# ---- block 1 ----
==> block_1/power_grid.png <==
Scale: 3 px per um. Pins as bars on the die edge.
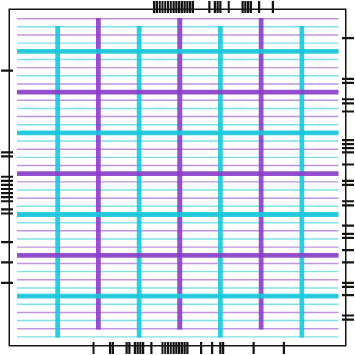

[config.mk]
export PLATFORM = sky130hd
export DESIGN_NAME = cordic_prerot_seq
export DESIGN_NICKNAME = d
export VERILOG_FILES = /design/src/rtl/cordic_pkg.sv /design/src/rtl/cordic_quad_rot.sv /design/src/rtl/cordic_prerot_seq.sv
export SDC_FILE = /design/constraint.sdc
export NUM_CORES = 1
export LEC_CHECK = 0
export ABC_CLOCK_PERIOD_IN_PS = 8000
export CORE_MARGIN = 2
export CORE_UTILIZATION = 60
export CTS_BUF_LIST = sky130_fd_sc_hd__clkbuf_8
export CTS_CLUSTER_DIAMETER = 200
export CTS_CLUSTER_SIZE = 14
export DETAILED_ROUTE_END_ITERATION = 6
export MAX_ROUTING_LAYER = met4
export PLACE_DENSITY = 0.86
export SLEW_MARGIN = 20
export SYNTH_ARGS = -nofsm -noshare
export SYNTH_HDL_FRONTEND = slang
export SYNTH_SLANG_ARGS = --single-unit
[constraint.sdc]
create_clock -name clk -period 8 [get_ports clk]
set_input_delay 0.8 -clock clk [delete_from_list [all_inputs] [get_ports clk]]
set_output_delay 0.8 -clock clk [all_outputs]
set_load 0.02 [all_outputs]
[src/rtl/cordic_pkg.sv]
// Definitions shared by the CORDIC rotator and its pre-rotation feeder: widths,
// angle scale (512 units/degree), step function and the arctangent table.
package cordic_pkg;

   localparam int DATA_W       = 16;
   localparam int ANGLE_W      = 16;
   localparam int DEG_UNITS    = 512;
   localparam int FULL_TURN    = 360 * DEG_UNITS;
   localparam int ANGLE_45     = 45 * DEG_UNITS;
   localparam int CORDIC_ITERS = 16;

   typedef logic signed [ANGLE_W-1:0] angle_t;

   // Multiplier applied to the data is (-j)^q
   typedef enum logic [1:0] {
      QUAD_0   = 2'd0,
      QUAD_90  = 2'd1,
      QUAD_180 = 2'd2,
      QUAD_270 = 2'd3
   } quad_e;

   // atan(2^-i) in angle units, rounded to nearest
   localparam angle_t THETA_TAB [CORDIC_ITERS] = '{
      16'sd23040, 16'sd13601, 16'sd7187, 16'sd3648,
      16'sd1831,  16'sd916,   16'sd458,  16'sd229,
      16'sd115,   16'sd57,    16'sd29,   16'sd14,
      16'sd7,     16'sd4,     16'sd2,    16'sd1
   };

   function automatic int angle_step(input int log2n);
      return FULL_TURN >> log2n;
   endfunction

endpackage

[src/rtl/cordic_quad_rot.sv]
// Combinational quadrant rotation by (-j)^q with saturating negation.
// With CORDIC_PRESCALE_EN defined the result is also scaled by ~1/K (0.607422).
module cordic_quad_rot
   import cordic_pkg::*;
#(
   parameter int W = DATA_W
) (
   input  quad_e               q,
   input  logic signed [W-1:0] re,
   input  logic signed [W-1:0] im,
   output logic signed [W-1:0] rot_re,
   output logic signed [W-1:0] rot_im
);

   localparam logic signed [W-1:0] MIN_V = {1'b1, {(W-1){1'b0}}};
   localparam logic signed [W-1:0] MAX_V = {1'b0, {(W-1){1'b1}}};

   function automatic logic signed [W-1:0] sat_neg(input logic signed [W-1:0] x);
      return (x == MIN_V) ? MAX_V : -x;
   endfunction

   logic signed [W-1:0] pre_re;
   logic signed [W-1:0] pre_im;

   always_comb begin
      pre_re = re;
      pre_im = im;
      case (q)
         QUAD_0: begin
            pre_re = re;
            pre_im = im;
         end
         QUAD_90: begin
            pre_re = im;
            pre_im = sat_neg(re);
         end
         QUAD_180: begin
            pre_re = sat_neg(re);
            pre_im = sat_neg(im);
         end
         QUAD_270: begin
            pre_re = sat_neg(im);
            pre_im = re;
         end
         default: begin
            pre_re = re;
            pre_im = im;
         end
      endcase
   end

`ifdef CORDIC_PRESCALE_EN
   // Two guard bits keep the shift-add sum exact; the result magnitude is < 0.61*|x|
   function automatic logic signed [W-1:0] prescale(input logic signed [W-1:0] x);
      logic signed [W+1:0] xe;
      logic signed [W+1:0] y;
      xe = (W+2)'(x);
      y  = (xe >>> 1) + (xe >>> 3) - (xe >>> 6) - (xe >>> 9);
      return y[W-1:0];
   endfunction

   assign rot_re = prescale(pre_re);
   assign rot_im = prescale(pre_im);
`else
   assign rot_re = pre_re;
   assign rot_im = pre_im;
`endif

endmodule

[src/rtl/cordic_prerot_seq.sv]
// CORDIC feeder: counts samples per frame, derives the twiddle exponent, folds the
// angle to +/-45 deg and pre-rotates the data (S1 fold, S2 rotate). Macro: CORDIC_PRESCALE_EN.
module cordic_prerot_seq #(
   parameter int LOG2N   = 6,
   parameter int DATA_W  = cordic_pkg::DATA_W,
   parameter int ANGLE_W = cordic_pkg::ANGLE_W
) (
   input  logic                      clk,
   input  logic                      rst_n,
   input  logic                      clear,
   input  logic [3:0]                cfg_stride_log2,
   input  logic                      in_valid,
   output logic                      in_ready,
   input  logic signed [DATA_W-1:0]  in_real,
   input  logic signed [DATA_W-1:0]  in_img,
   output logic                      out_valid,
   input  logic                      out_ready,
   output logic signed [DATA_W-1:0]  out_real,
   output logic signed [DATA_W-1:0]  out_img,
   output logic signed [ANGLE_W-1:0] out_z,
   output logic                      out_last
);

   import cordic_pkg::quad_e;
   import cordic_pkg::angle_step;

   localparam int N    = 1 << LOG2N;
   localparam int N4   = N / 4;
   localparam int N8   = N / 8;
   localparam int STEP = angle_step(LOG2N);

   logic                      s1_adv;
   logic                      s2_adv;
   logic                      accept;

   logic [LOG2N-1:0]          n_q;
   logic [3:0]                stride_q;

   logic                      s1_valid;
   logic signed [DATA_W-1:0]  s1_re;
   logic signed [DATA_W-1:0]  s1_im;
   quad_e                     s1_q;
   logic signed [ANGLE_W-1:0] s1_z;
   logic                      s1_last;
   logic                      s2_valid;

   logic [LOG2N-1:0]          e;
   logic [1:0]                q_raw;
   logic [LOG2N-3:0]          r;
   int                        r_i;
   int                        z_full;
   quad_e                     q_fold;
   logic signed [ANGLE_W-1:0] z_next;

   logic signed [DATA_W-1:0]  rot_re;
   logic signed [DATA_W-1:0]  rot_im;

   assign s2_adv    = !s2_valid || out_ready;
   assign s1_adv    = !s1_valid || s2_adv;
   assign in_ready  = s1_adv && !clear;
   assign accept    = in_valid && in_ready;
   assign out_valid = s2_valid;

   // Shifting within LOG2N bits is the mod-N reduction of the exponent
   always_comb begin
      e      = n_q << stride_q;
      q_raw  = e[LOG2N-1 -: 2];
      r      = e[LOG2N-3:0];
      r_i    = 32'(r);
      q_fold = quad_e'(q_raw);
      z_full = 0;
      if (r_i > N8) begin
         q_fold = quad_e'(q_raw + 2'd1);
         z_full = (N4 - r_i) * STEP;
      end else begin
         q_fold = quad_e'(q_raw);
         z_full = -(r_i * STEP);
      end
      z_next = z_full[ANGLE_W-1:0];
   end

   always_ff @(posedge clk or negedge rst_n) begin
      if (!rst_n) begin
         n_q      <= '0;
         stride_q <= '0;
      end else if (clear) begin
         n_q <= '0;
      end else if (accept) begin
         if (n_q == '0) stride_q <= cfg_stride_log2;
         n_q <= n_q + 1'b1;
      end
   end

   always_ff @(posedge clk or negedge rst_n) begin
      if (!rst_n) begin
         s1_valid <= 1'b0;
         s1_re    <= '0;
         s1_im    <= '0;
         s1_q     <= cordic_pkg::QUAD_0;
         s1_z     <= '0;
         s1_last  <= 1'b0;
      end else if (s1_adv) begin
         s1_valid <= accept;
         if (accept) begin
            s1_re   <= in_real;
            s1_im   <= in_img;
            s1_q    <= q_fold;
            s1_z    <= z_next;
            s1_last <= &n_q;
         end
      end
   end

   cordic_quad_rot #(
      .W (DATA_W)
   ) u_quad_rot (
      .q      (s1_q),
      .re     (s1_re),
      .im     (s1_im),
      .rot_re (rot_re),
      .rot_im (rot_im)
   );

   always_ff @(posedge clk or negedge rst_n) begin
      if (!rst_n) begin
         s2_valid <= 1'b0;
         out_real <= '0;
         out_img  <= '0;
         out_z    <= '0;
         out_last <= 1'b0;
      end else if (s2_adv) begin
         s2_valid <= s1_valid;
         if (s1_valid) begin
            out_real <= rot_re;
            out_img  <= rot_im;
            out_z    <= s1_z;
            out_last <= s1_last;
         end
      end
   end

endmodule

# ---- block 2 ----
**src/rtl/serial_adder_pkg.sv**
```systemverilog
// Shared constants for the bit-serial adder: state encodings and default operand width.
package serial_adder_pkg;

  localparam int DEF_WIDTH = 8;

  localparam logic [1:0] ST_IDLE = 2'd0;
  localparam logic [1:0] ST_ADD  = 2'd1;
  localparam logic [1:0] ST_DONE = 2'd2;

  typedef enum logic [1:0] {
    S_IDLE = ST_IDLE,
    S_ADD  = ST_ADD,
    S_DONE = ST_DONE
  } state_e;

endpackage

```
**src/rtl/fa_cell.sv**
```systemverilog
// Full adder built from two half adders and an OR; the only arithmetic in serial_adder.
module fa_cell (
  input  logic a,
  input  logic b,
  input  logic cin,
  output logic sum,
  output logic cout
);

  logic s1;
  logic c1;
  logic c2;

  ha u_ha0 (.a(a),  .b(b),   .sum(s1),  .carry(c1));
  ha u_ha1 (.a(s1), .b(cin), .sum(sum), .carry(c2));

  // Both half-adder carries can never be high together, so OR is exact.
  assign cout = c1 | c2;

endmodule

```
**src/rtl/ha.sv**
```systemverilog
// Half adder: the basic arithmetic cell.
module ha (
  input  logic a,
  input  logic b,
  output logic sum,
  output logic carry
);

  assign sum   = a ^ b;
  assign carry = a & b;

endmodule

```
**src/rtl/serial_adder.sv**
```systemverilog
// Bit-serial adder: one fa_cell processes operands LSB first, one bit per clock.
//
// state   | meaning
// S_IDLE  | waiting for operands; in_ready high
// S_ADD   | shifting one bit per edge through the full adder
// S_DONE  | result held on sum/cout with out_valid until consumed
module serial_adder
  import serial_adder_pkg::*;
#(
  parameter  int WIDTH = DEF_WIDTH,
  localparam int CNT_W = $clog2(WIDTH)
) (
  input  logic             clk,
  input  logic             rst,
  input  logic             in_valid,
  output logic             in_ready,
  input  logic [WIDTH-1:0] a,
  input  logic [WIDTH-1:0] b,
  input  logic             cin,
  output logic             out_valid,
  input  logic             out_ready,
  output logic [WIDTH-1:0] sum,
  output logic             cout,
  output logic             busy
);

  localparam logic [CNT_W-1:0] CNT_LAST = CNT_W'(WIDTH - 1);

  state_e           state_q, state_d;
  logic [CNT_W-1:0] cnt_q, cnt_d;
  logic             carry_q, carry_d;
  logic             out_valid_q, out_valid_d;
  logic             busy_q, busy_d;
  logic [WIDTH-1:0] a_q, a_d;
  logic [WIDTH-1:0] b_q, b_d;
  logic [WIDTH-1:0] acc_q, acc_d;
  logic [WIDTH-1:0] sum_q, sum_d;
  logic             cout_q, cout_d;

  logic fa_sum;
  logic fa_cout;

  fa_cell u_fa (
    .a    (a_q[0]),
    .b    (b_q[0]),
    .cin  (carry_q),
    .sum  (fa_sum),
    .cout (fa_cout)
  );

  always_comb begin
    state_d     = state_q;
    cnt_d       = cnt_q;
    carry_d     = carry_q;
    out_valid_d = out_valid_q;
    busy_d      = busy_q;
    a_d         = a_q;
    b_d         = b_q;
    acc_d       = acc_q;
    sum_d       = sum_q;
    cout_d      = cout_q;
    case (state_q)
      S_IDLE: begin
        if (in_valid) begin
          a_d     = a;
          b_d     = b;
          carry_d = cin;
          cnt_d   = '0;
          busy_d  = 1'b1;
          state_d = S_ADD;
        end
      end
      S_ADD: begin
        a_d     = a_q >> 1;
        b_d     = b_q >> 1;
        carry_d = fa_cout;
        acc_d   = {fa_sum, acc_q[WIDTH-1:1]};
        cnt_d   = cnt_q + CNT_W'(1);
        // The last bit lands straight in the output registers on the same edge.
        if (cnt_q == CNT_LAST) begin
          sum_d       = {fa_sum, acc_q[WIDTH-1:1]};
          cout_d      = fa_cout;
          out_valid_d = 1'b1;
          state_d     = S_DONE;
        end
      end
      S_DONE: begin
        if (out_ready) begin
          out_valid_d = 1'b0;
          busy_d      = 1'b0;
          state_d     = S_IDLE;
        end
      end
      default: begin
        out_valid_d = 1'b0;
        busy_d      = 1'b0;
        state_d     = S_IDLE;
      end
    endcase
  end

  always_ff @(posedge clk) begin
    if (rst) begin
      state_q     <= S_IDLE;
      cnt_q       <= '0;
      carry_q     <= 1'b0;
      out_valid_q <= 1'b0;
      busy_q      <= 1'b0;
    end else begin
      state_q     <= state_d;
      cnt_q       <= cnt_d;
      carry_q     <= carry_d;
      out_valid_q <= out_valid_d;
      busy_q      <= busy_d;
    end
  end

  always_ff @(posedge clk) begin
    if (rst) begin
      a_q    <= '0;
      b_q    <= '0;
      acc_q  <= '0;
      sum_q  <= '0;
      cout_q <= 1'b0;
    end else begin
      a_q    <= a_d;
      b_q    <= b_d;
      acc_q  <= acc_d;
      sum_q  <= sum_d;
      cout_q <= cout_d;
    end
  end

  assign in_ready  = (state_q == S_IDLE);
  assign out_valid = out_valid_q;
  assign busy      = busy_q;
  assign sum       = sum_q;
  assign cout      = cout_q;

endmodule

```
**config.mk**
```make
export PLATFORM = sky130hd
export DESIGN_NAME = serial_adder
export DESIGN_NICKNAME = d
export VERILOG_FILES = /design/src/rtl/serial_adder_pkg.sv /design/src/rtl/fa_cell.sv /design/src/rtl/ha.sv /design/src/rtl/serial_adder.sv
export SDC_FILE = /design/constraint.sdc
export NUM_CORES = 1
export LEC_CHECK = 0
export CORE_MARGIN = 3
export CORE_UTILIZATION = 54
export DETAILED_ROUTE_END_ITERATION = 10
export PLACE_DENSITY = 0.86
export SLEW_MARGIN = 20
export SYNTH_ARGS = -nofsm -noshare
export SYNTH_HDL_FRONTEND = slang
export SYNTH_HIERARCHICAL = 1
export SYNTH_SLANG_ARGS = --single-unit
export TNS_END_PERCENT = 10
```
**constraint.sdc**
```tcl
create_clock -name clk -period 3.35 [get_ports clk]
set_input_delay 0.5025 -clock clk [delete_from_list [all_inputs] [get_ports clk]]
set_output_delay 0.5025 -clock clk [all_outputs]
set_load 0.01 [all_outputs]
```
# ---- block 3 ----
`config.mk`:
```
export PLATFORM = sky130hd
export DESIGN_NAME = spi_bootload_seq
export DESIGN_NICKNAME = d
export VERILOG_FILES = /design/src/rtl/spi_bootload_pkg.sv /design/src/rtl/spi_bootload_access.sv /design/src/rtl/spi_bootload_seq.sv
export SDC_FILE = /design/constraint.sdc
export NUM_CORES = 1
export LEC_CHECK = 0
export CAP_MARGIN = 20
export CELL_PAD_IN_SITES_DETAIL_PLACEMENT = 1
export CELL_PAD_IN_SITES_GLOBAL_PLACEMENT = 2
export CORE_ASPECT_RATIO = 1.2
export CORE_UTILIZATION = 35
export CTS_CLUSTER_SIZE = 20
export DETAILED_ROUTE_END_ITERATION = 8
export PLACE_DENSITY = 0.88
export SLEW_MARGIN = 10
export SYNTH_ARGS = -nofsm -noshare
export SYNTH_HDL_FRONTEND = slang
export SYNTH_SLANG_ARGS = --single-unit
```
`constraint.sdc`:
```
create_clock -name clk_i -period 8.3 [get_ports clk_i]
set_input_delay 2.49 -clock clk_i [delete_from_list [all_inputs] [get_ports clk_i]]
set_output_delay 2.49 -clock clk_i [all_outputs]
set_load 0.01 [all_outputs]
```
`src/rtl/spi_bootload_pkg.sv`:
```
// Shared encodings for the spi_bootload command sequencer: opcodes,
// spi_bootload register addresses and sequencer FSM state codes.
package spi_bootload_pkg;

    // High-level flash operations accepted on op_i (5..7 are illegal)
    localparam logic [2:0] OP_ID     = 3'd0;
    localparam logic [2:0] OP_ERASE  = 3'd1;
    localparam logic [2:0] OP_PROG   = 3'd2;
    localparam logic [2:0] OP_READ   = 3'd3;
    localparam logic [2:0] OP_REBOOT = 3'd4;

    // spi_bootload register map
    localparam logic [1:0] REG_FIFO  = 2'd0;
    localparam logic [1:0] REG_ADRLO = 2'd1;
    localparam logic [1:0] REG_ADRHI = 2'd2;
    localparam logic [1:0] REG_CMD   = 2'd3;

    // Sequencer states
    typedef logic [3:0] state_t;
    localparam state_t S_IDLE   = 4'd0;
    localparam state_t S_FRST   = 4'd1;
    localparam state_t S_FILL   = 4'd2;
    localparam state_t S_WA1    = 4'd3;
    localparam state_t S_WA2    = 4'd4;
    localparam state_t S_WCMD   = 4'd5;
    localparam state_t S_RSTAT  = 4'd6;
    localparam state_t S_RID_LO = 4'd7;
    localparam state_t S_RID_HI = 4'd8;
    localparam state_t S_DRAIN  = 4'd9;
    localparam state_t S_ULOCK  = 4'd10;
    localparam state_t S_DONE   = 4'd11;

endpackage

```
`src/rtl/spi_bootload_access.sv`:
```
// Single-access engine for the spi_bootload port. A write occupies exactly
// the request cycle. A read pulses bl_en_o once, then waits for bl_valid_i
// or the timeout; while it waits, further requests are held off so bl_en_o
// can never fire with a read outstanding. The requester may therefore keep
// req_i high for the whole of a read state.
module spi_bootload_access #(
    parameter int unsigned TIMEOUT = 2000000
) (
    input  logic        clk_i,
    input  logic        rst_n_i,
    input  logic        req_i,
    input  logic        wr_i,
    input  logic [1:0]  adr_i,
    input  logic [15:0] dat_i,
    output logic        ack_o,
    output logic        timeout_o,
    output logic [15:0] rdata_o,
    output logic [1:0]  bl_adr_o,
    output logic [15:0] bl_dat_o,
    output logic        bl_en_o,
    output logic        bl_wr_o,
    input  logic [15:0] bl_dat_i,
    input  logic        bl_valid_i
);

    logic        wait_q, wait_d;
    logic [31:0] cnt_q, cnt_d;
    logic        issue;

    assign issue     = req_i & ~wait_q;
    assign bl_en_o   = issue;
    assign bl_wr_o   = issue & wr_i;
    assign bl_adr_o  = issue ? adr_i : 2'd0;
    assign bl_dat_o  = (issue & wr_i) ? dat_i : 16'd0;
    assign ack_o     = (issue & wr_i) | (wait_q & bl_valid_i);
    // cnt_q counts cycles since the en pulse; a late valid still wins
    assign timeout_o = wait_q & ~bl_valid_i & (cnt_q >= TIMEOUT);
    assign rdata_o   = bl_dat_i;

    // Read-wait tracking and timeout counting
    always_comb begin
        wait_d = wait_q;
        cnt_d  = cnt_q;
        if (issue && !wr_i) begin
            wait_d = 1'b1;
            cnt_d  = 32'd1;
        end else if (wait_q) begin
            if (bl_valid_i || timeout_o) begin
                wait_d = 1'b0;
                cnt_d  = 32'd0;
            end else begin
                cnt_d = cnt_q + 32'd1;
            end
        end
    end

    // State registers
    always_ff @(posedge clk_i or negedge rst_n_i) begin
        if (!rst_n_i) begin
            wait_q <= 1'b0;
            cnt_q  <= 32'd0;
        end else begin
            wait_q <= wait_d;
            cnt_q  <= cnt_d;
        end
    end

endmodule

```
`src/rtl/spi_bootload_seq.sv`:
```
// Command sequencer in front of spi_bootload: turns one high-level flash
// op into the register write/read sequence, streams page data in (PROG)
// and out (READ), and reports status word, IDCODE and errors.
module spi_bootload_seq #(
    parameter int          PAGE_WORDS = 256,
    parameter logic [15:0] CMD_ID     = 16'h9E9E,
    parameter logic [15:0] CMD_PROG   = 16'h0302,
    parameter logic [15:0] CMD_READ   = 16'h0203,
    parameter logic [15:0] CMD_ERASE  = 16'hDEDE,
    parameter logic [15:0] CMD_UNLOCK = 16'h93FE,
    parameter logic [15:0] CMD_REBOOT = 16'hFFFF,
    parameter logic [31:0] UNLOCK_KEY = 32'h42796533,
    parameter logic [15:0] FIFO_RST   = 16'h8000,
    parameter int unsigned TIMEOUT    = 2000000
) (
    input  logic        clk_i,
    input  logic        rst_n_i,
    input  logic [2:0]  op_i,
    input  logic [31:0] addr_i,
    input  logic        op_valid_i,
    output logic        op_ready_o,
    input  logic [15:0] wdat_i,
    input  logic        wdat_valid_i,
    output logic        wdat_ready_o,
    output logic [15:0] rdat_o,
    output logic        rdat_valid_o,
    input  logic        rdat_ready_i,
    output logic        done_o,
    output logic        err_o,
    output logic [15:0] status_o,
    output logic [31:0] id_o,
    output logic [1:0]  bl_adr_o,
    output logic [15:0] bl_dat_o,
    output logic        bl_en_o,
    output logic        bl_wr_o,
    input  logic [15:0] bl_dat_i,
    input  logic        bl_valid_i
);
    import spi_bootload_pkg::*;

    localparam logic [8:0] LAST_WORD = 9'(PAGE_WORDS - 1);
    localparam logic [8:0] FULL_CNT  = 9'(PAGE_WORDS);

    state_t      state_q, state_d;
    logic [2:0]  op_q, op_d;
    logic [31:0] addr_q, addr_d;
    logic        reb_q, reb_d;        // REBOOT: 0 = unlock half, 1 = reboot half
    logic [8:0]  cnt_q, cnt_d;
    logic        err_q, err_d;
    logic [15:0] status_q, status_d;
    logic [31:0] id_q, id_d;
    logic [15:0] rdat_q, rdat_d;
    logic        rdat_valid_q, rdat_valid_d;

    logic        req, wr, ack, acc_timeout;
    logic [1:0]  adr;
    logic [15:0] dat, rdata;
    logic [15:0] lo_val, hi_val, cmd_val;
    logic [8:0]  cnt_inc;

    spi_bootload_access #(.TIMEOUT(TIMEOUT)) u_access (
        .clk_i      (clk_i),
        .rst_n_i    (rst_n_i),
        .req_i      (req),
        .wr_i       (wr),
        .adr_i      (adr),
        .dat_i      (dat),
        .ack_o      (ack),
        .timeout_o  (acc_timeout),
        .rdata_o    (rdata),
        .bl_adr_o   (bl_adr_o),
        .bl_dat_o   (bl_dat_o),
        .bl_en_o    (bl_en_o),
        .bl_wr_o    (bl_wr_o),
        .bl_dat_i   (bl_dat_i),
        .bl_valid_i (bl_valid_i)
    );

    assign op_ready_o   = (state_q == S_IDLE);
    assign wdat_ready_o = (state_q == S_FILL) & wdat_valid_i;
    assign done_o       = (state_q == S_DONE);
    assign err_o        = done_o & err_q;
    assign status_o     = status_q;
    assign id_o         = id_q;
    assign rdat_o       = rdat_q;
    assign rdat_valid_o = rdat_valid_q;
    // word counter saturates at a full page instead of wrapping
    assign cnt_inc      = (cnt_q == FULL_CNT) ? cnt_q : cnt_q + 9'd1;

    // Values for the address-lo / address-hi / command writes of the current op
    always_comb begin
        lo_val  = addr_q[15:0];
        hi_val  = addr_q[31:16];
        cmd_val = CMD_ERASE;
        case (op_q)
            OP_ID: begin
                lo_val  = 16'd0;
                hi_val  = 16'd0;
                cmd_val = CMD_ID;
            end
            OP_PROG: cmd_val = CMD_PROG;
            OP_READ: cmd_val = CMD_READ;
            OP_REBOOT: begin
                if (!reb_q) begin
                    lo_val  = UNLOCK_KEY[15:0];
                    hi_val  = UNLOCK_KEY[31:16];
                    cmd_val = CMD_UNLOCK;
                end else begin
                    lo_val  = 16'd0;
                    hi_val  = 16'd0;
                    cmd_val = CMD_REBOOT;
                end
            end
            default: ;
        endcase
    end

    // Sequencer next-state and access requests
    always_comb begin
        state_d      = state_q;
        op_d         = op_q;
        addr_d       = addr_q;
        reb_d        = reb_q;
        cnt_d        = cnt_q;
        err_d        = err_q;
        status_d     = status_q;
        id_d         = id_q;
        rdat_d       = rdat_q;
        rdat_valid_d = rdat_valid_q;
        req          = 1'b0;
        wr           = 1'b0;
        adr          = REG_FIFO;
        dat          = 16'd0;
        case (state_q)
            S_IDLE: begin
                if (op_valid_i) begin
                    op_d   = op_i;
                    addr_d = addr_i;
                    reb_d  = 1'b0;
                    cnt_d  = 9'd0;
                    err_d  = 1'b0;
                    case (op_i)
                        OP_ID, OP_ERASE, OP_REBOOT: state_d = S_WA1;
                        OP_PROG, OP_READ:           state_d = S_FRST;
                        default: begin
                            err_d   = 1'b1;
                            state_d = S_DONE;
                        end
                    endcase
                end
            end
            S_FRST: begin
                req = 1'b1;
                wr  = 1'b1;
                dat = FIFO_RST;
                if (ack) state_d = (op_q == OP_PROG) ? S_FILL : S_WA1;
            end
            S_FILL: begin
                // a gap in wdat_valid_i simply stalls here; no timeout applies
                req = wdat_valid_i;
                wr  = 1'b1;
                dat = wdat_i;
                if (ack) begin
                    cnt_d = cnt_inc;
                    if (cnt_q == LAST_WORD) state_d = S_WA1;
                end
            end
            S_WA1: begin
                req = 1'b1;
                wr  = 1'b1;
                adr = REG_ADRLO;
                dat = lo_val;
                if (ack) state_d = S_WA2;
            end
            S_WA2: begin
                req = 1'b1;
                wr  = 1'b1;
                adr = REG_ADRHI;
                dat = hi_val;
                if (ack) state_d = S_WCMD;
            end
            S_WCMD: begin
                req = 1'b1;
                wr  = 1'b1;
                adr = REG_CMD;
                dat = cmd_val;
                if (ack) state_d = S_RSTAT;
            end
            S_RSTAT: begin
                req = 1'b1;
                adr = REG_CMD;
                if (acc_timeout) begin
                    err_d   = 1'b1;
                    state_d = S_DONE;
                end else if (ack) begin
                    status_d = rdata;
                    case (op_q)
                        OP_ID:     state_d = S_RID_LO;
                        OP_READ: begin
                            cnt_d   = 9'd0;
                            state_d = S_DRAIN;
                        end
                        OP_REBOOT: state_d = reb_q ? S_DONE : S_ULOCK;
                        default:   state_d = S_DONE;
                    endcase
                end
            end
            S_RID_LO: begin
                req = 1'b1;
                adr = REG_ADRLO;
                if (acc_timeout) begin
                    err_d   = 1'b1;
                    state_d = S_DONE;
                end else if (ack) begin
                    id_d[15:0] = rdata;
                    state_d    = S_RID_HI;
                end
            end
            S_RID_HI: begin
                req = 1'b1;
                adr = REG_ADRHI;
                if (acc_timeout) begin
                    err_d   = 1'b1;
                    state_d = S_DONE;
                end else if (ack) begin
                    id_d[31:16] = rdata;
                    state_d     = S_DONE;
                end
            end
            S_DRAIN: begin
                // one FIFO read at a time; the next is issued only after the
                // previous word has been handed off on rdat_o
                if (rdat_valid_q) begin
                    if (rdat_ready_i) begin
                        rdat_valid_d = 1'b0;
                        if (cnt_q == FULL_CNT) state_d = S_DONE;
                    end
                end else begin
                    req = 1'b1;
                    adr = REG_FIFO;
                    if (acc_timeout) begin
                        err_d   = 1'b1;
                        state_d = S_DONE;
                    end else if (ack) begin
                        rdat_d       = rdata;
                        rdat_valid_d = 1'b1;
                        cnt_d        = cnt_inc;
                    end
                end
            end
            S_ULOCK: begin
                reb_d   = 1'b1;
                state_d = S_WA1;
            end
            S_DONE:  state_d = S_IDLE;
            default: state_d = S_IDLE;
        endcase
    end

    // Sequencer registers; reset abandons any op in flight
    always_ff @(posedge clk_i or negedge rst_n_i) begin
        if (!rst_n_i) begin
            state_q      <= S_IDLE;
            op_q         <= 3'd0;
            addr_q       <= 32'd0;
            reb_q        <= 1'b0;
            cnt_q        <= 9'd0;
            err_q        <= 1'b0;
            status_q     <= 16'd0;
            id_q         <= 32'd0;
            rdat_q       <= 16'd0;
            rdat_valid_q <= 1'b0;
        end else begin
            state_q      <= state_d;
            op_q         <= op_d;
            addr_q       <= addr_d;
            reb_q        <= reb_d;
            cnt_q        <= cnt_d;
            err_q        <= err_d;
            status_q     <= status_d;
            id_q         <= id_d;
            rdat_q       <= rdat_d;
            rdat_valid_q <= rdat_valid_d;
        end
    end

endmodule

```
# ---- block 4 ----
## src/rtl/filter.sv

```systemverilog
// rtl/filter.sv - direct-form-I biquad IIR filter with saturating fixed-point output
module filter #(
    parameter int V_IN_WIDTH     = 18,
    parameter int V_IN_EXPONENT  = -16,
    parameter int V_OUT_WIDTH    = 18,
    parameter int V_OUT_EXPONENT = -14,
    parameter int COEF_FRAC      = 16,
    parameter int B0             = 4096,
    parameter int B1             = 0,
    parameter int B2             = 0,
    parameter int A1             = -98304,
    parameter int A2             = 36864,
    parameter int STATE_FRAC     = 24,
    parameter int STATE_WIDTH    = 40
) (
    input  logic                          clk,
    input  logic                          rst,
    input  logic signed [V_IN_WIDTH-1:0]  v_in,
    output logic signed [V_OUT_WIDTH-1:0] v_out
);

    localparam int IN_SHIFT  = STATE_FRAC + V_IN_EXPONENT;
    localparam int IN_LSH    = (IN_SHIFT > 0) ? IN_SHIFT : 0;
    localparam int IN_RSH    = (IN_SHIFT < 0) ? -IN_SHIFT : 0;
    localparam int XW        = V_IN_WIDTH + IN_LSH;
    localparam int CW        = 32;
    localparam int OPW       = (XW > STATE_WIDTH) ? XW : STATE_WIDTH;
    // Five full-width products summed: 3 guard bits cover the additions.
    localparam int ACC_W     = OPW + CW + 3;
    localparam int OUT_SHIFT = STATE_FRAC + V_OUT_EXPONENT;
    localparam int OUT_RSH   = (OUT_SHIFT > 0) ? OUT_SHIFT : 0;
    localparam int OUT_LSH   = (OUT_SHIFT < 0) ? -OUT_SHIFT : 0;
    localparam int RW        = STATE_WIDTH + 1 + OUT_LSH;
    localparam int HALF_SH   = (OUT_RSH > 0) ? OUT_RSH - 1 : 0;

    localparam logic signed [CW-1:0] C_B0 = B0;
    localparam logic signed [CW-1:0] C_B1 = B1;
    localparam logic signed [CW-1:0] C_B2 = B2;
    localparam logic signed [CW-1:0] C_A1 = A1;
    localparam logic signed [CW-1:0] C_A2 = A2;

    localparam logic signed [ACC_W-1:0] Y_MAX =
        {{(ACC_W-STATE_WIDTH+1){1'b0}}, {(STATE_WIDTH-1){1'b1}}};
    localparam logic signed [ACC_W-1:0] Y_MIN =
        {{(ACC_W-STATE_WIDTH+1){1'b1}}, {(STATE_WIDTH-1){1'b0}}};
    localparam logic signed [RW-1:0] O_MAX =
        {{(RW-V_OUT_WIDTH+1){1'b0}}, {(V_OUT_WIDTH-1){1'b1}}};
    localparam logic signed [RW-1:0] O_MIN =
        {{(RW-V_OUT_WIDTH+1){1'b1}}, {(V_OUT_WIDTH-1){1'b0}}};
    localparam logic signed [RW-1:0] HALF = (OUT_RSH > 0) ? (RW'(1) << HALF_SH) : '0;

    logic signed [V_IN_WIDTH-1:0]  r_x1;
    logic signed [V_IN_WIDTH-1:0]  r_x2;
    logic signed [STATE_WIDTH-1:0] r_y1;
    logic signed [STATE_WIDTH-1:0] r_y2;
    logic signed [V_OUT_WIDTH-1:0] r_v_out;

    logic signed [XW-1:0]          w_x0;
    logic signed [XW-1:0]          w_x1;
    logic signed [XW-1:0]          w_x2;
    logic signed [ACC_W-1:0]       w_acc;
    logic signed [ACC_W-1:0]       w_y_full;
    logic signed [STATE_WIDTH-1:0] w_y_sat;
    logic signed [RW-1:0]          w_round;
    logic signed [V_OUT_WIDTH-1:0] w_out_sat;

    // History keeps the raw sample; alignment to the state grid is recomputed per tap.
    function automatic logic signed [XW-1:0] align(input logic signed [V_IN_WIDTH-1:0] v);
        align = (XW'(v) <<< IN_LSH) >>> IN_RSH;
    endfunction

    assign w_x0 = align(v_in);
    assign w_x1 = align(r_x1);
    assign w_x2 = align(r_x2);

    assign w_acc = ACC_W'(w_x0) * ACC_W'(C_B0)
                 + ACC_W'(w_x1) * ACC_W'(C_B1)
                 + ACC_W'(w_x2) * ACC_W'(C_B2)
                 - ACC_W'(r_y1) * ACC_W'(C_A1)
                 - ACC_W'(r_y2) * ACC_W'(C_A2);

    assign w_y_full = w_acc >>> COEF_FRAC;

    always_comb begin
        w_y_sat = w_y_full[STATE_WIDTH-1:0];
        if (w_y_full > Y_MAX) begin
            w_y_sat = Y_MAX[STATE_WIDTH-1:0];
        end else if (w_y_full < Y_MIN) begin
            w_y_sat = Y_MIN[STATE_WIDTH-1:0];
        end
    end

    // Round half up onto the output grid, then clamp to the output rails.
    assign w_round = ((RW'(w_y_sat) <<< OUT_LSH) + HALF) >>> OUT_RSH;

    always_comb begin
        w_out_sat = w_round[V_OUT_WIDTH-1:0];
        if (w_round > O_MAX) begin
            w_out_sat = O_MAX[V_OUT_WIDTH-1:0];
        end else if (w_round < O_MIN) begin
            w_out_sat = O_MIN[V_OUT_WIDTH-1:0];
        end
    end

    always_ff @(posedge clk) begin
        if (!rst) begin
            r_x1    <= '0;
            r_x2    <= '0;
            r_y1    <= '0;
            r_y2    <= '0;
            r_v_out <= '0;
        end else begin
            r_x1    <= v_in;
            r_x2    <= r_x1;
            r_y1    <= w_y_sat;
            r_y2    <= r_y1;
            r_v_out <= w_out_sat;
        end
    end

    assign v_out = r_v_out;

endmodule

```

## config.mk

```make
export PLATFORM = sky130hd
export DESIGN_NAME = filter
export DESIGN_NICKNAME = d
export VERILOG_FILES = /design/src/rtl/filter.sv
export SDC_FILE = /design/constraint.sdc
export NUM_CORES = 1
export LEC_CHECK = 0
export ABC_AREA = 1
export CAP_MARGIN = 20
export CORE_MARGIN = 2
export CORE_UTILIZATION = 40
export DETAILED_ROUTE_END_ITERATION = 6
export MAX_ROUTING_LAYER = met4
export PLACE_DENSITY = 0.56
export RECOVER_POWER = 100
export SYNTH_ARGS = -nofsm -noshare
export SYNTH_HDL_FRONTEND = slang
export SYNTH_SLANG_ARGS = --single-unit
```

## constraint.sdc

```tcl
create_clock -name clk -period 7.36 [get_ports clk]
set_clock_uncertainty 0.15 [all_clocks]
set_input_delay 1.472 -clock clk [delete_from_list [all_inputs] [get_ports clk]]
set_output_delay 1.472 -clock clk [all_outputs]
set_load 0.005 [all_outputs]
```


==> screenshots <==
PDN straps and rails.
(a)
Scale: 2 px per um. Pins as bars on the die edge.
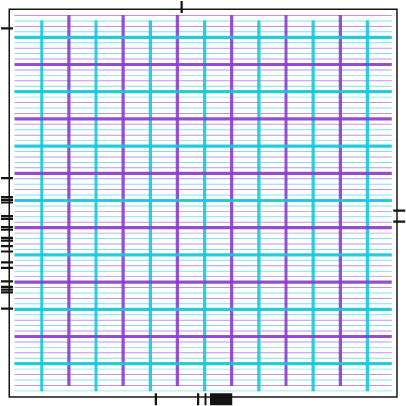
(b)
Scale: 6 px per um. Pins as bars on the die edge.
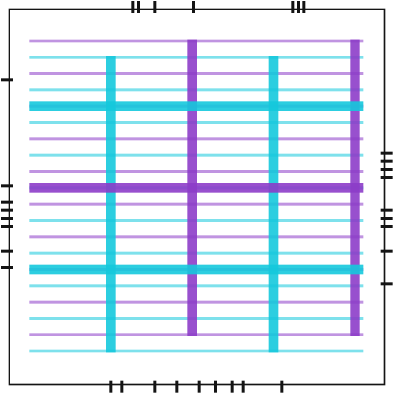
(c)
Scale: 2 px per um. Pins as bars on the die edge.
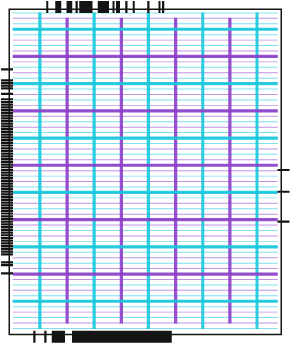
(c) is block 3.
(b) is block 2.
(a) is block 4.

==> block_2/congestion.png <==
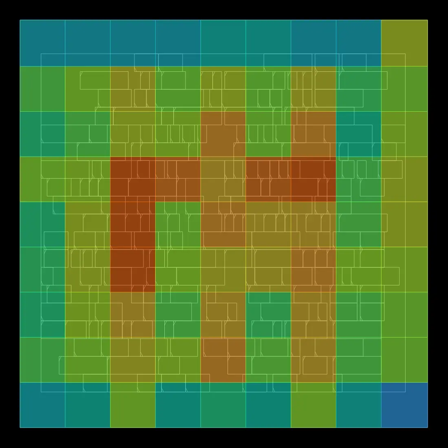
Final Util: 70.5%
GRT Overall Usage: 17.6%
grt met3 use: 4.86%

==> results.ini, block 2 <==
[finish]
combGateArea_um2 = 731
seq_cells = 40
nMultiInputCombCells = 110
inv_count = 16
nClkBuffers = 6
layout_top_cell = dfxtp_1

[yosys]
top_area_share_pct = 46.8
top_cell = dfxtp_1
ys_sh_adder_pct = 2.93
ys_sh_aoi_pct = 24.8

[sta]
fin_ws_ns = 1.31
skew_ns = 0.00790
slew_headroom_pct = 40.9

[status]
status = finished clean

[setup_path]
slowest_delay_ns = 0.56
worstPathArrival_ns = 1.54
crit_type = register to output port

[cts]
numClockSinks = 40

[die]
n_tap_cell = 42

[run]
max_cap_violations = 0

[routing]
antenna_left = 0
wirelength_um = 3300

==> block 2: worst max-delay path: cells and delay by family (launching register included) <==
kind                   cells  cell delay (ns)
and+or+nand+nor            1             0.20
DFF                        1             0.44
buffers and inverters      1             0.56
==> block 2: metal layers <==
metal	global-route usage [%]	vias to the layer above	share of wire (%)
li1	-	676	-
met1	20.0	635	44
met2	30.8	32	50
met3	4.86	6	4.5
met4	7.44	0	1.5
met5	0	-	0
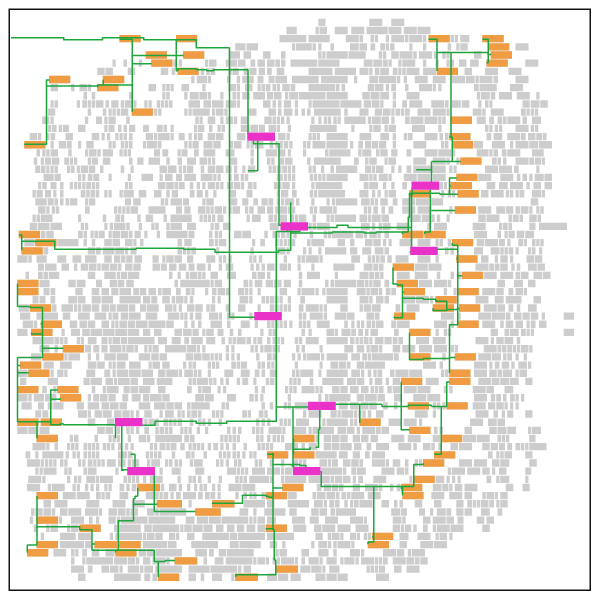
(block_4/clk_routes.png)
Scale: 3 px per um.
[orange] flip-flops | count: 98
[green] clock wires | length: 1720 um
[magenta] clock drivers | count: 9
routed clock nets	10
clk latency late pin: 0.37 ns

==> results.ini, block 4 <==
[finish]
largest_class = logic gates
final_cells = 3093

[sta]
fin_setup_tns_ns = -2.49
period_minus_slack_ns = 7.52
setup_violations = 17
fin_ws_ns = -0.162
hold_viol = 0

[status]
violations = setup timing
status = finished with violations

[global_route]
grt_pass1_vias = 15095

[setup_path]
cp.required_ns = 7.47
regToRegStartpoint = r_y1[5]$_SDFF_PN0_

[cts]
cts_resized = 200
ctsHoldBuffers = 0

[worst_hold_path]
hold_depth = 2

[routing]
detail_route.vias_per_cell = 4.84
m1WireLength_um = 22000

[placement]
dp_slack_ns = -1.21

[die]
placementRows = 69

-- block 4: flip-flops by register name, indices dropped and copies added, names as in the netlist --
name,flops
r_y2,40
v_out,18
r_y1,40
-- block 4: worst min-delay path: stages (launching register included) --
cell	delay, ns
dfxtp_1	0.33
nand2_1	0.06
inv_1	0.03
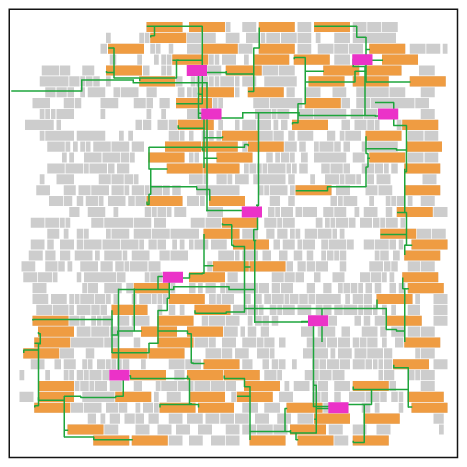
(block_1/clk_routes.png)
Scale: 4 px per um.
[orange] flip-flops | count: 100
[magenta] clock drivers | count: 9
[green] clock wires | length: 1220 um
flops lie	spread over the die

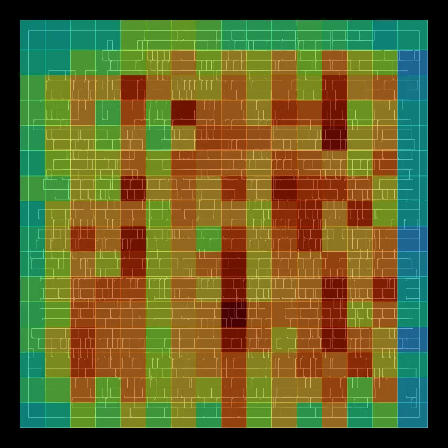
(block_1/congestion.png)
Final Util: 70.7%
GRT Overall Usage: 30.1%

About block_1/power_grid.png:
color	net
cyan	VSS
purple	VDD
signal pins	92
rows	39
met4 straps	7
Core ar.: 11400 um2
die outline height: 112 um

==> results.ini, block 1 <==
[cts]
cts.path.max_buffers = 2
cts_resized = 0

[placement]
place_inst = 937
portBuffers = 85

[yosys]
ys_area_um2 = 6960
mux_area_share_pct = 14.1
common_cells = 100 x dfrtp_1, 98 x nand2_1, 53 x nor2_1, 45 x mux2_2, 41 x o21ai_0
top_cell = dfrtp_1
ff_type = dfrtp_1
area_leaders = dfrtp_1 36%, mux2_2 7.3%, ha_1 6.7%, nand2_1 5.3%, mux2i_1 3.6%
synth_area_um2 = 6960

[finish]
n_antenna_cell = 0
seq-cell-share_pct = 31.1
inv_count = 41
combGateArea_um2 = 4080
buffers = 91
nMultiInputCombCells = 562
clock_area_share_pct = 2.86
final_cells = 952

[global_route]
grt_max_degree = 62
grt_pass1_wl_um = 29400
top_usage_layer = met2

[setup_path]
cp.depth = 16
crit_top_cell = ha_1
slowest_delay_ns = 0.53
setup.worst_path.start = stride_q[1]$_DFFE_PN0P_
crit_buf_inv = 2

[die]
placementRows = 39

[sta]
fin_setup_tns_ns = 0
fin_ws_ns = 2.93
hold_viol = 0
drv_slew = 0

[status]
status = finished clean

[routing]
detail_route.vias_per_cell = 6.13

block 1: flip-flops by register name, summed over array words and instances (netlist names), 2 cells and up:
| name | count |
|---|---|
| out_real | 16 |
| s1_im | 16 |
| n_q | 6 |
| out_z | 10 |
| s1_z | 10 |
| s1_re | 16 |
| s1_q | 2 |
| stride_q | 4 |
| out_img | 16 |
block 1: metal layers:
layer  up-vias  wire [um]
li1       2741          -
met2       215       8480
met4         0        481
met1      2832       7370
met3        45       1070
met5         -          0
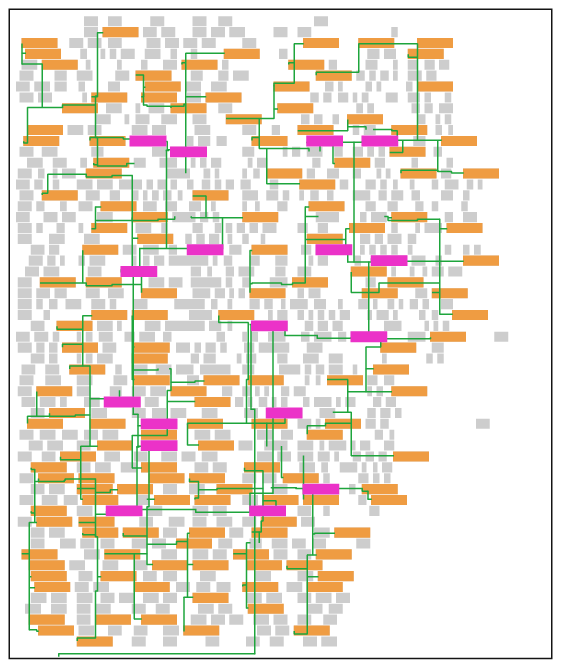
(block_3/clk_routes.png)
Scale: 4 px per um.
[orange] flip-flops | count: 148
[green] clock wires | length: 2000 um
[magenta] clock drivers | count: 17
flops lie	spread over the die
routed clock nets	18
Setup Skew: 0.0135 ns

==> results.ini, block 3 <==
[yosys]
synth-xor-area-share_pct = 0.470
synth_area_um2 = 7460
fp_nets = 736
ys_cells = 658
netlist_instances = 658

[sta]
drv_slew = 0
period_minus_slack_ns = 6.94
worst_slew_pin_slew_ns = 0.985
fmax_mhz = 144

[cts]
cts_buffers = 17
clk-insertion-delay-late_ns = 0.43

[placement]
dp_slack_ns = 1.38
dpl.hpwl_um = 15300
dpl_cell_area_um2 = 9260

[die]
die_w_um = 135
initial_core_util_pct = 35.7
n_tap_cell = 270

[routing]
antenna_left = 0

[setup_path]
crit_family = buffers and inverters
regToRegStartpoint = state_q[3]$_DFFE_PN0P_
end_kind = output port
path_max_fanout = 17
setup.worst_path.start = wdat_valid_i
crit_type = input port to output port
slowest_delay_ns = 0.58
r2r_setup_slack_ns = 5.25

[finish]
nMultiInputCombCells = 452
comb_area_share_pct = 35.1
areaGrowthSynthToFinish_pct = 32.3

[global_route]
grt_antenna_before_repair = 1
gr-usage-met3_pct = 4.59
grt_overflow = 0
grt.met2_usage_pct = 36.9

[status]
status = finished clean

[block 3: worst reg2reg max path, delay by kind of cell (launching register included)]
family	cells	cell delay [ns]
flip-flops	1	0.68
AND-OR/OR-AND	4	1.80
AND/OR/NAND/NOR	1	0.08
buffers and inverters	1	0.35


==> screenshots <==
Placement by cell class.
image #1
Scale: 2 px per um. Fill, decap, tap and diode cells in gray.
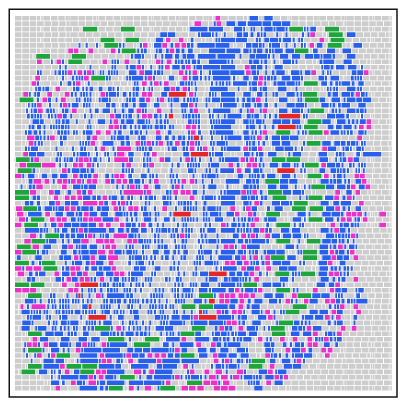
image #2
Scale: 8 px per um. Fill, decap, tap and diode cells in gray.
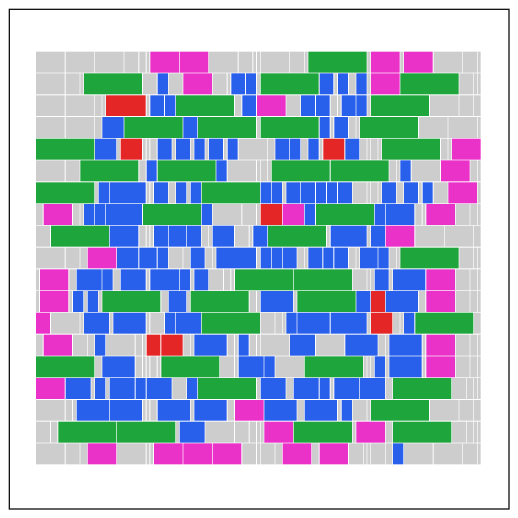
image #3
Scale: 3 px per um. Fill, decap, tap and diode cells in gray.
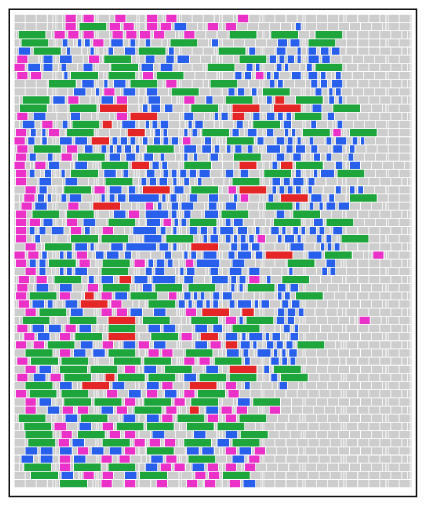
image #4
Scale: 4 px per um. Fill, decap, tap and diode cells in gray.
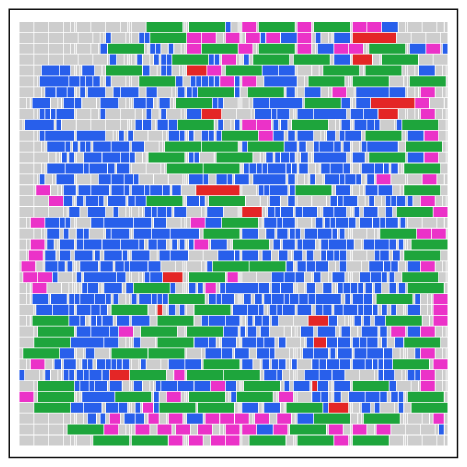
Image #1 comes from block 4.
Image #4 comes from block 1.
Image #2 comes from block 2.
Image #3 comes from block 3.
Of these, smallest die: image #2
Of these, most sequential cells: image #3

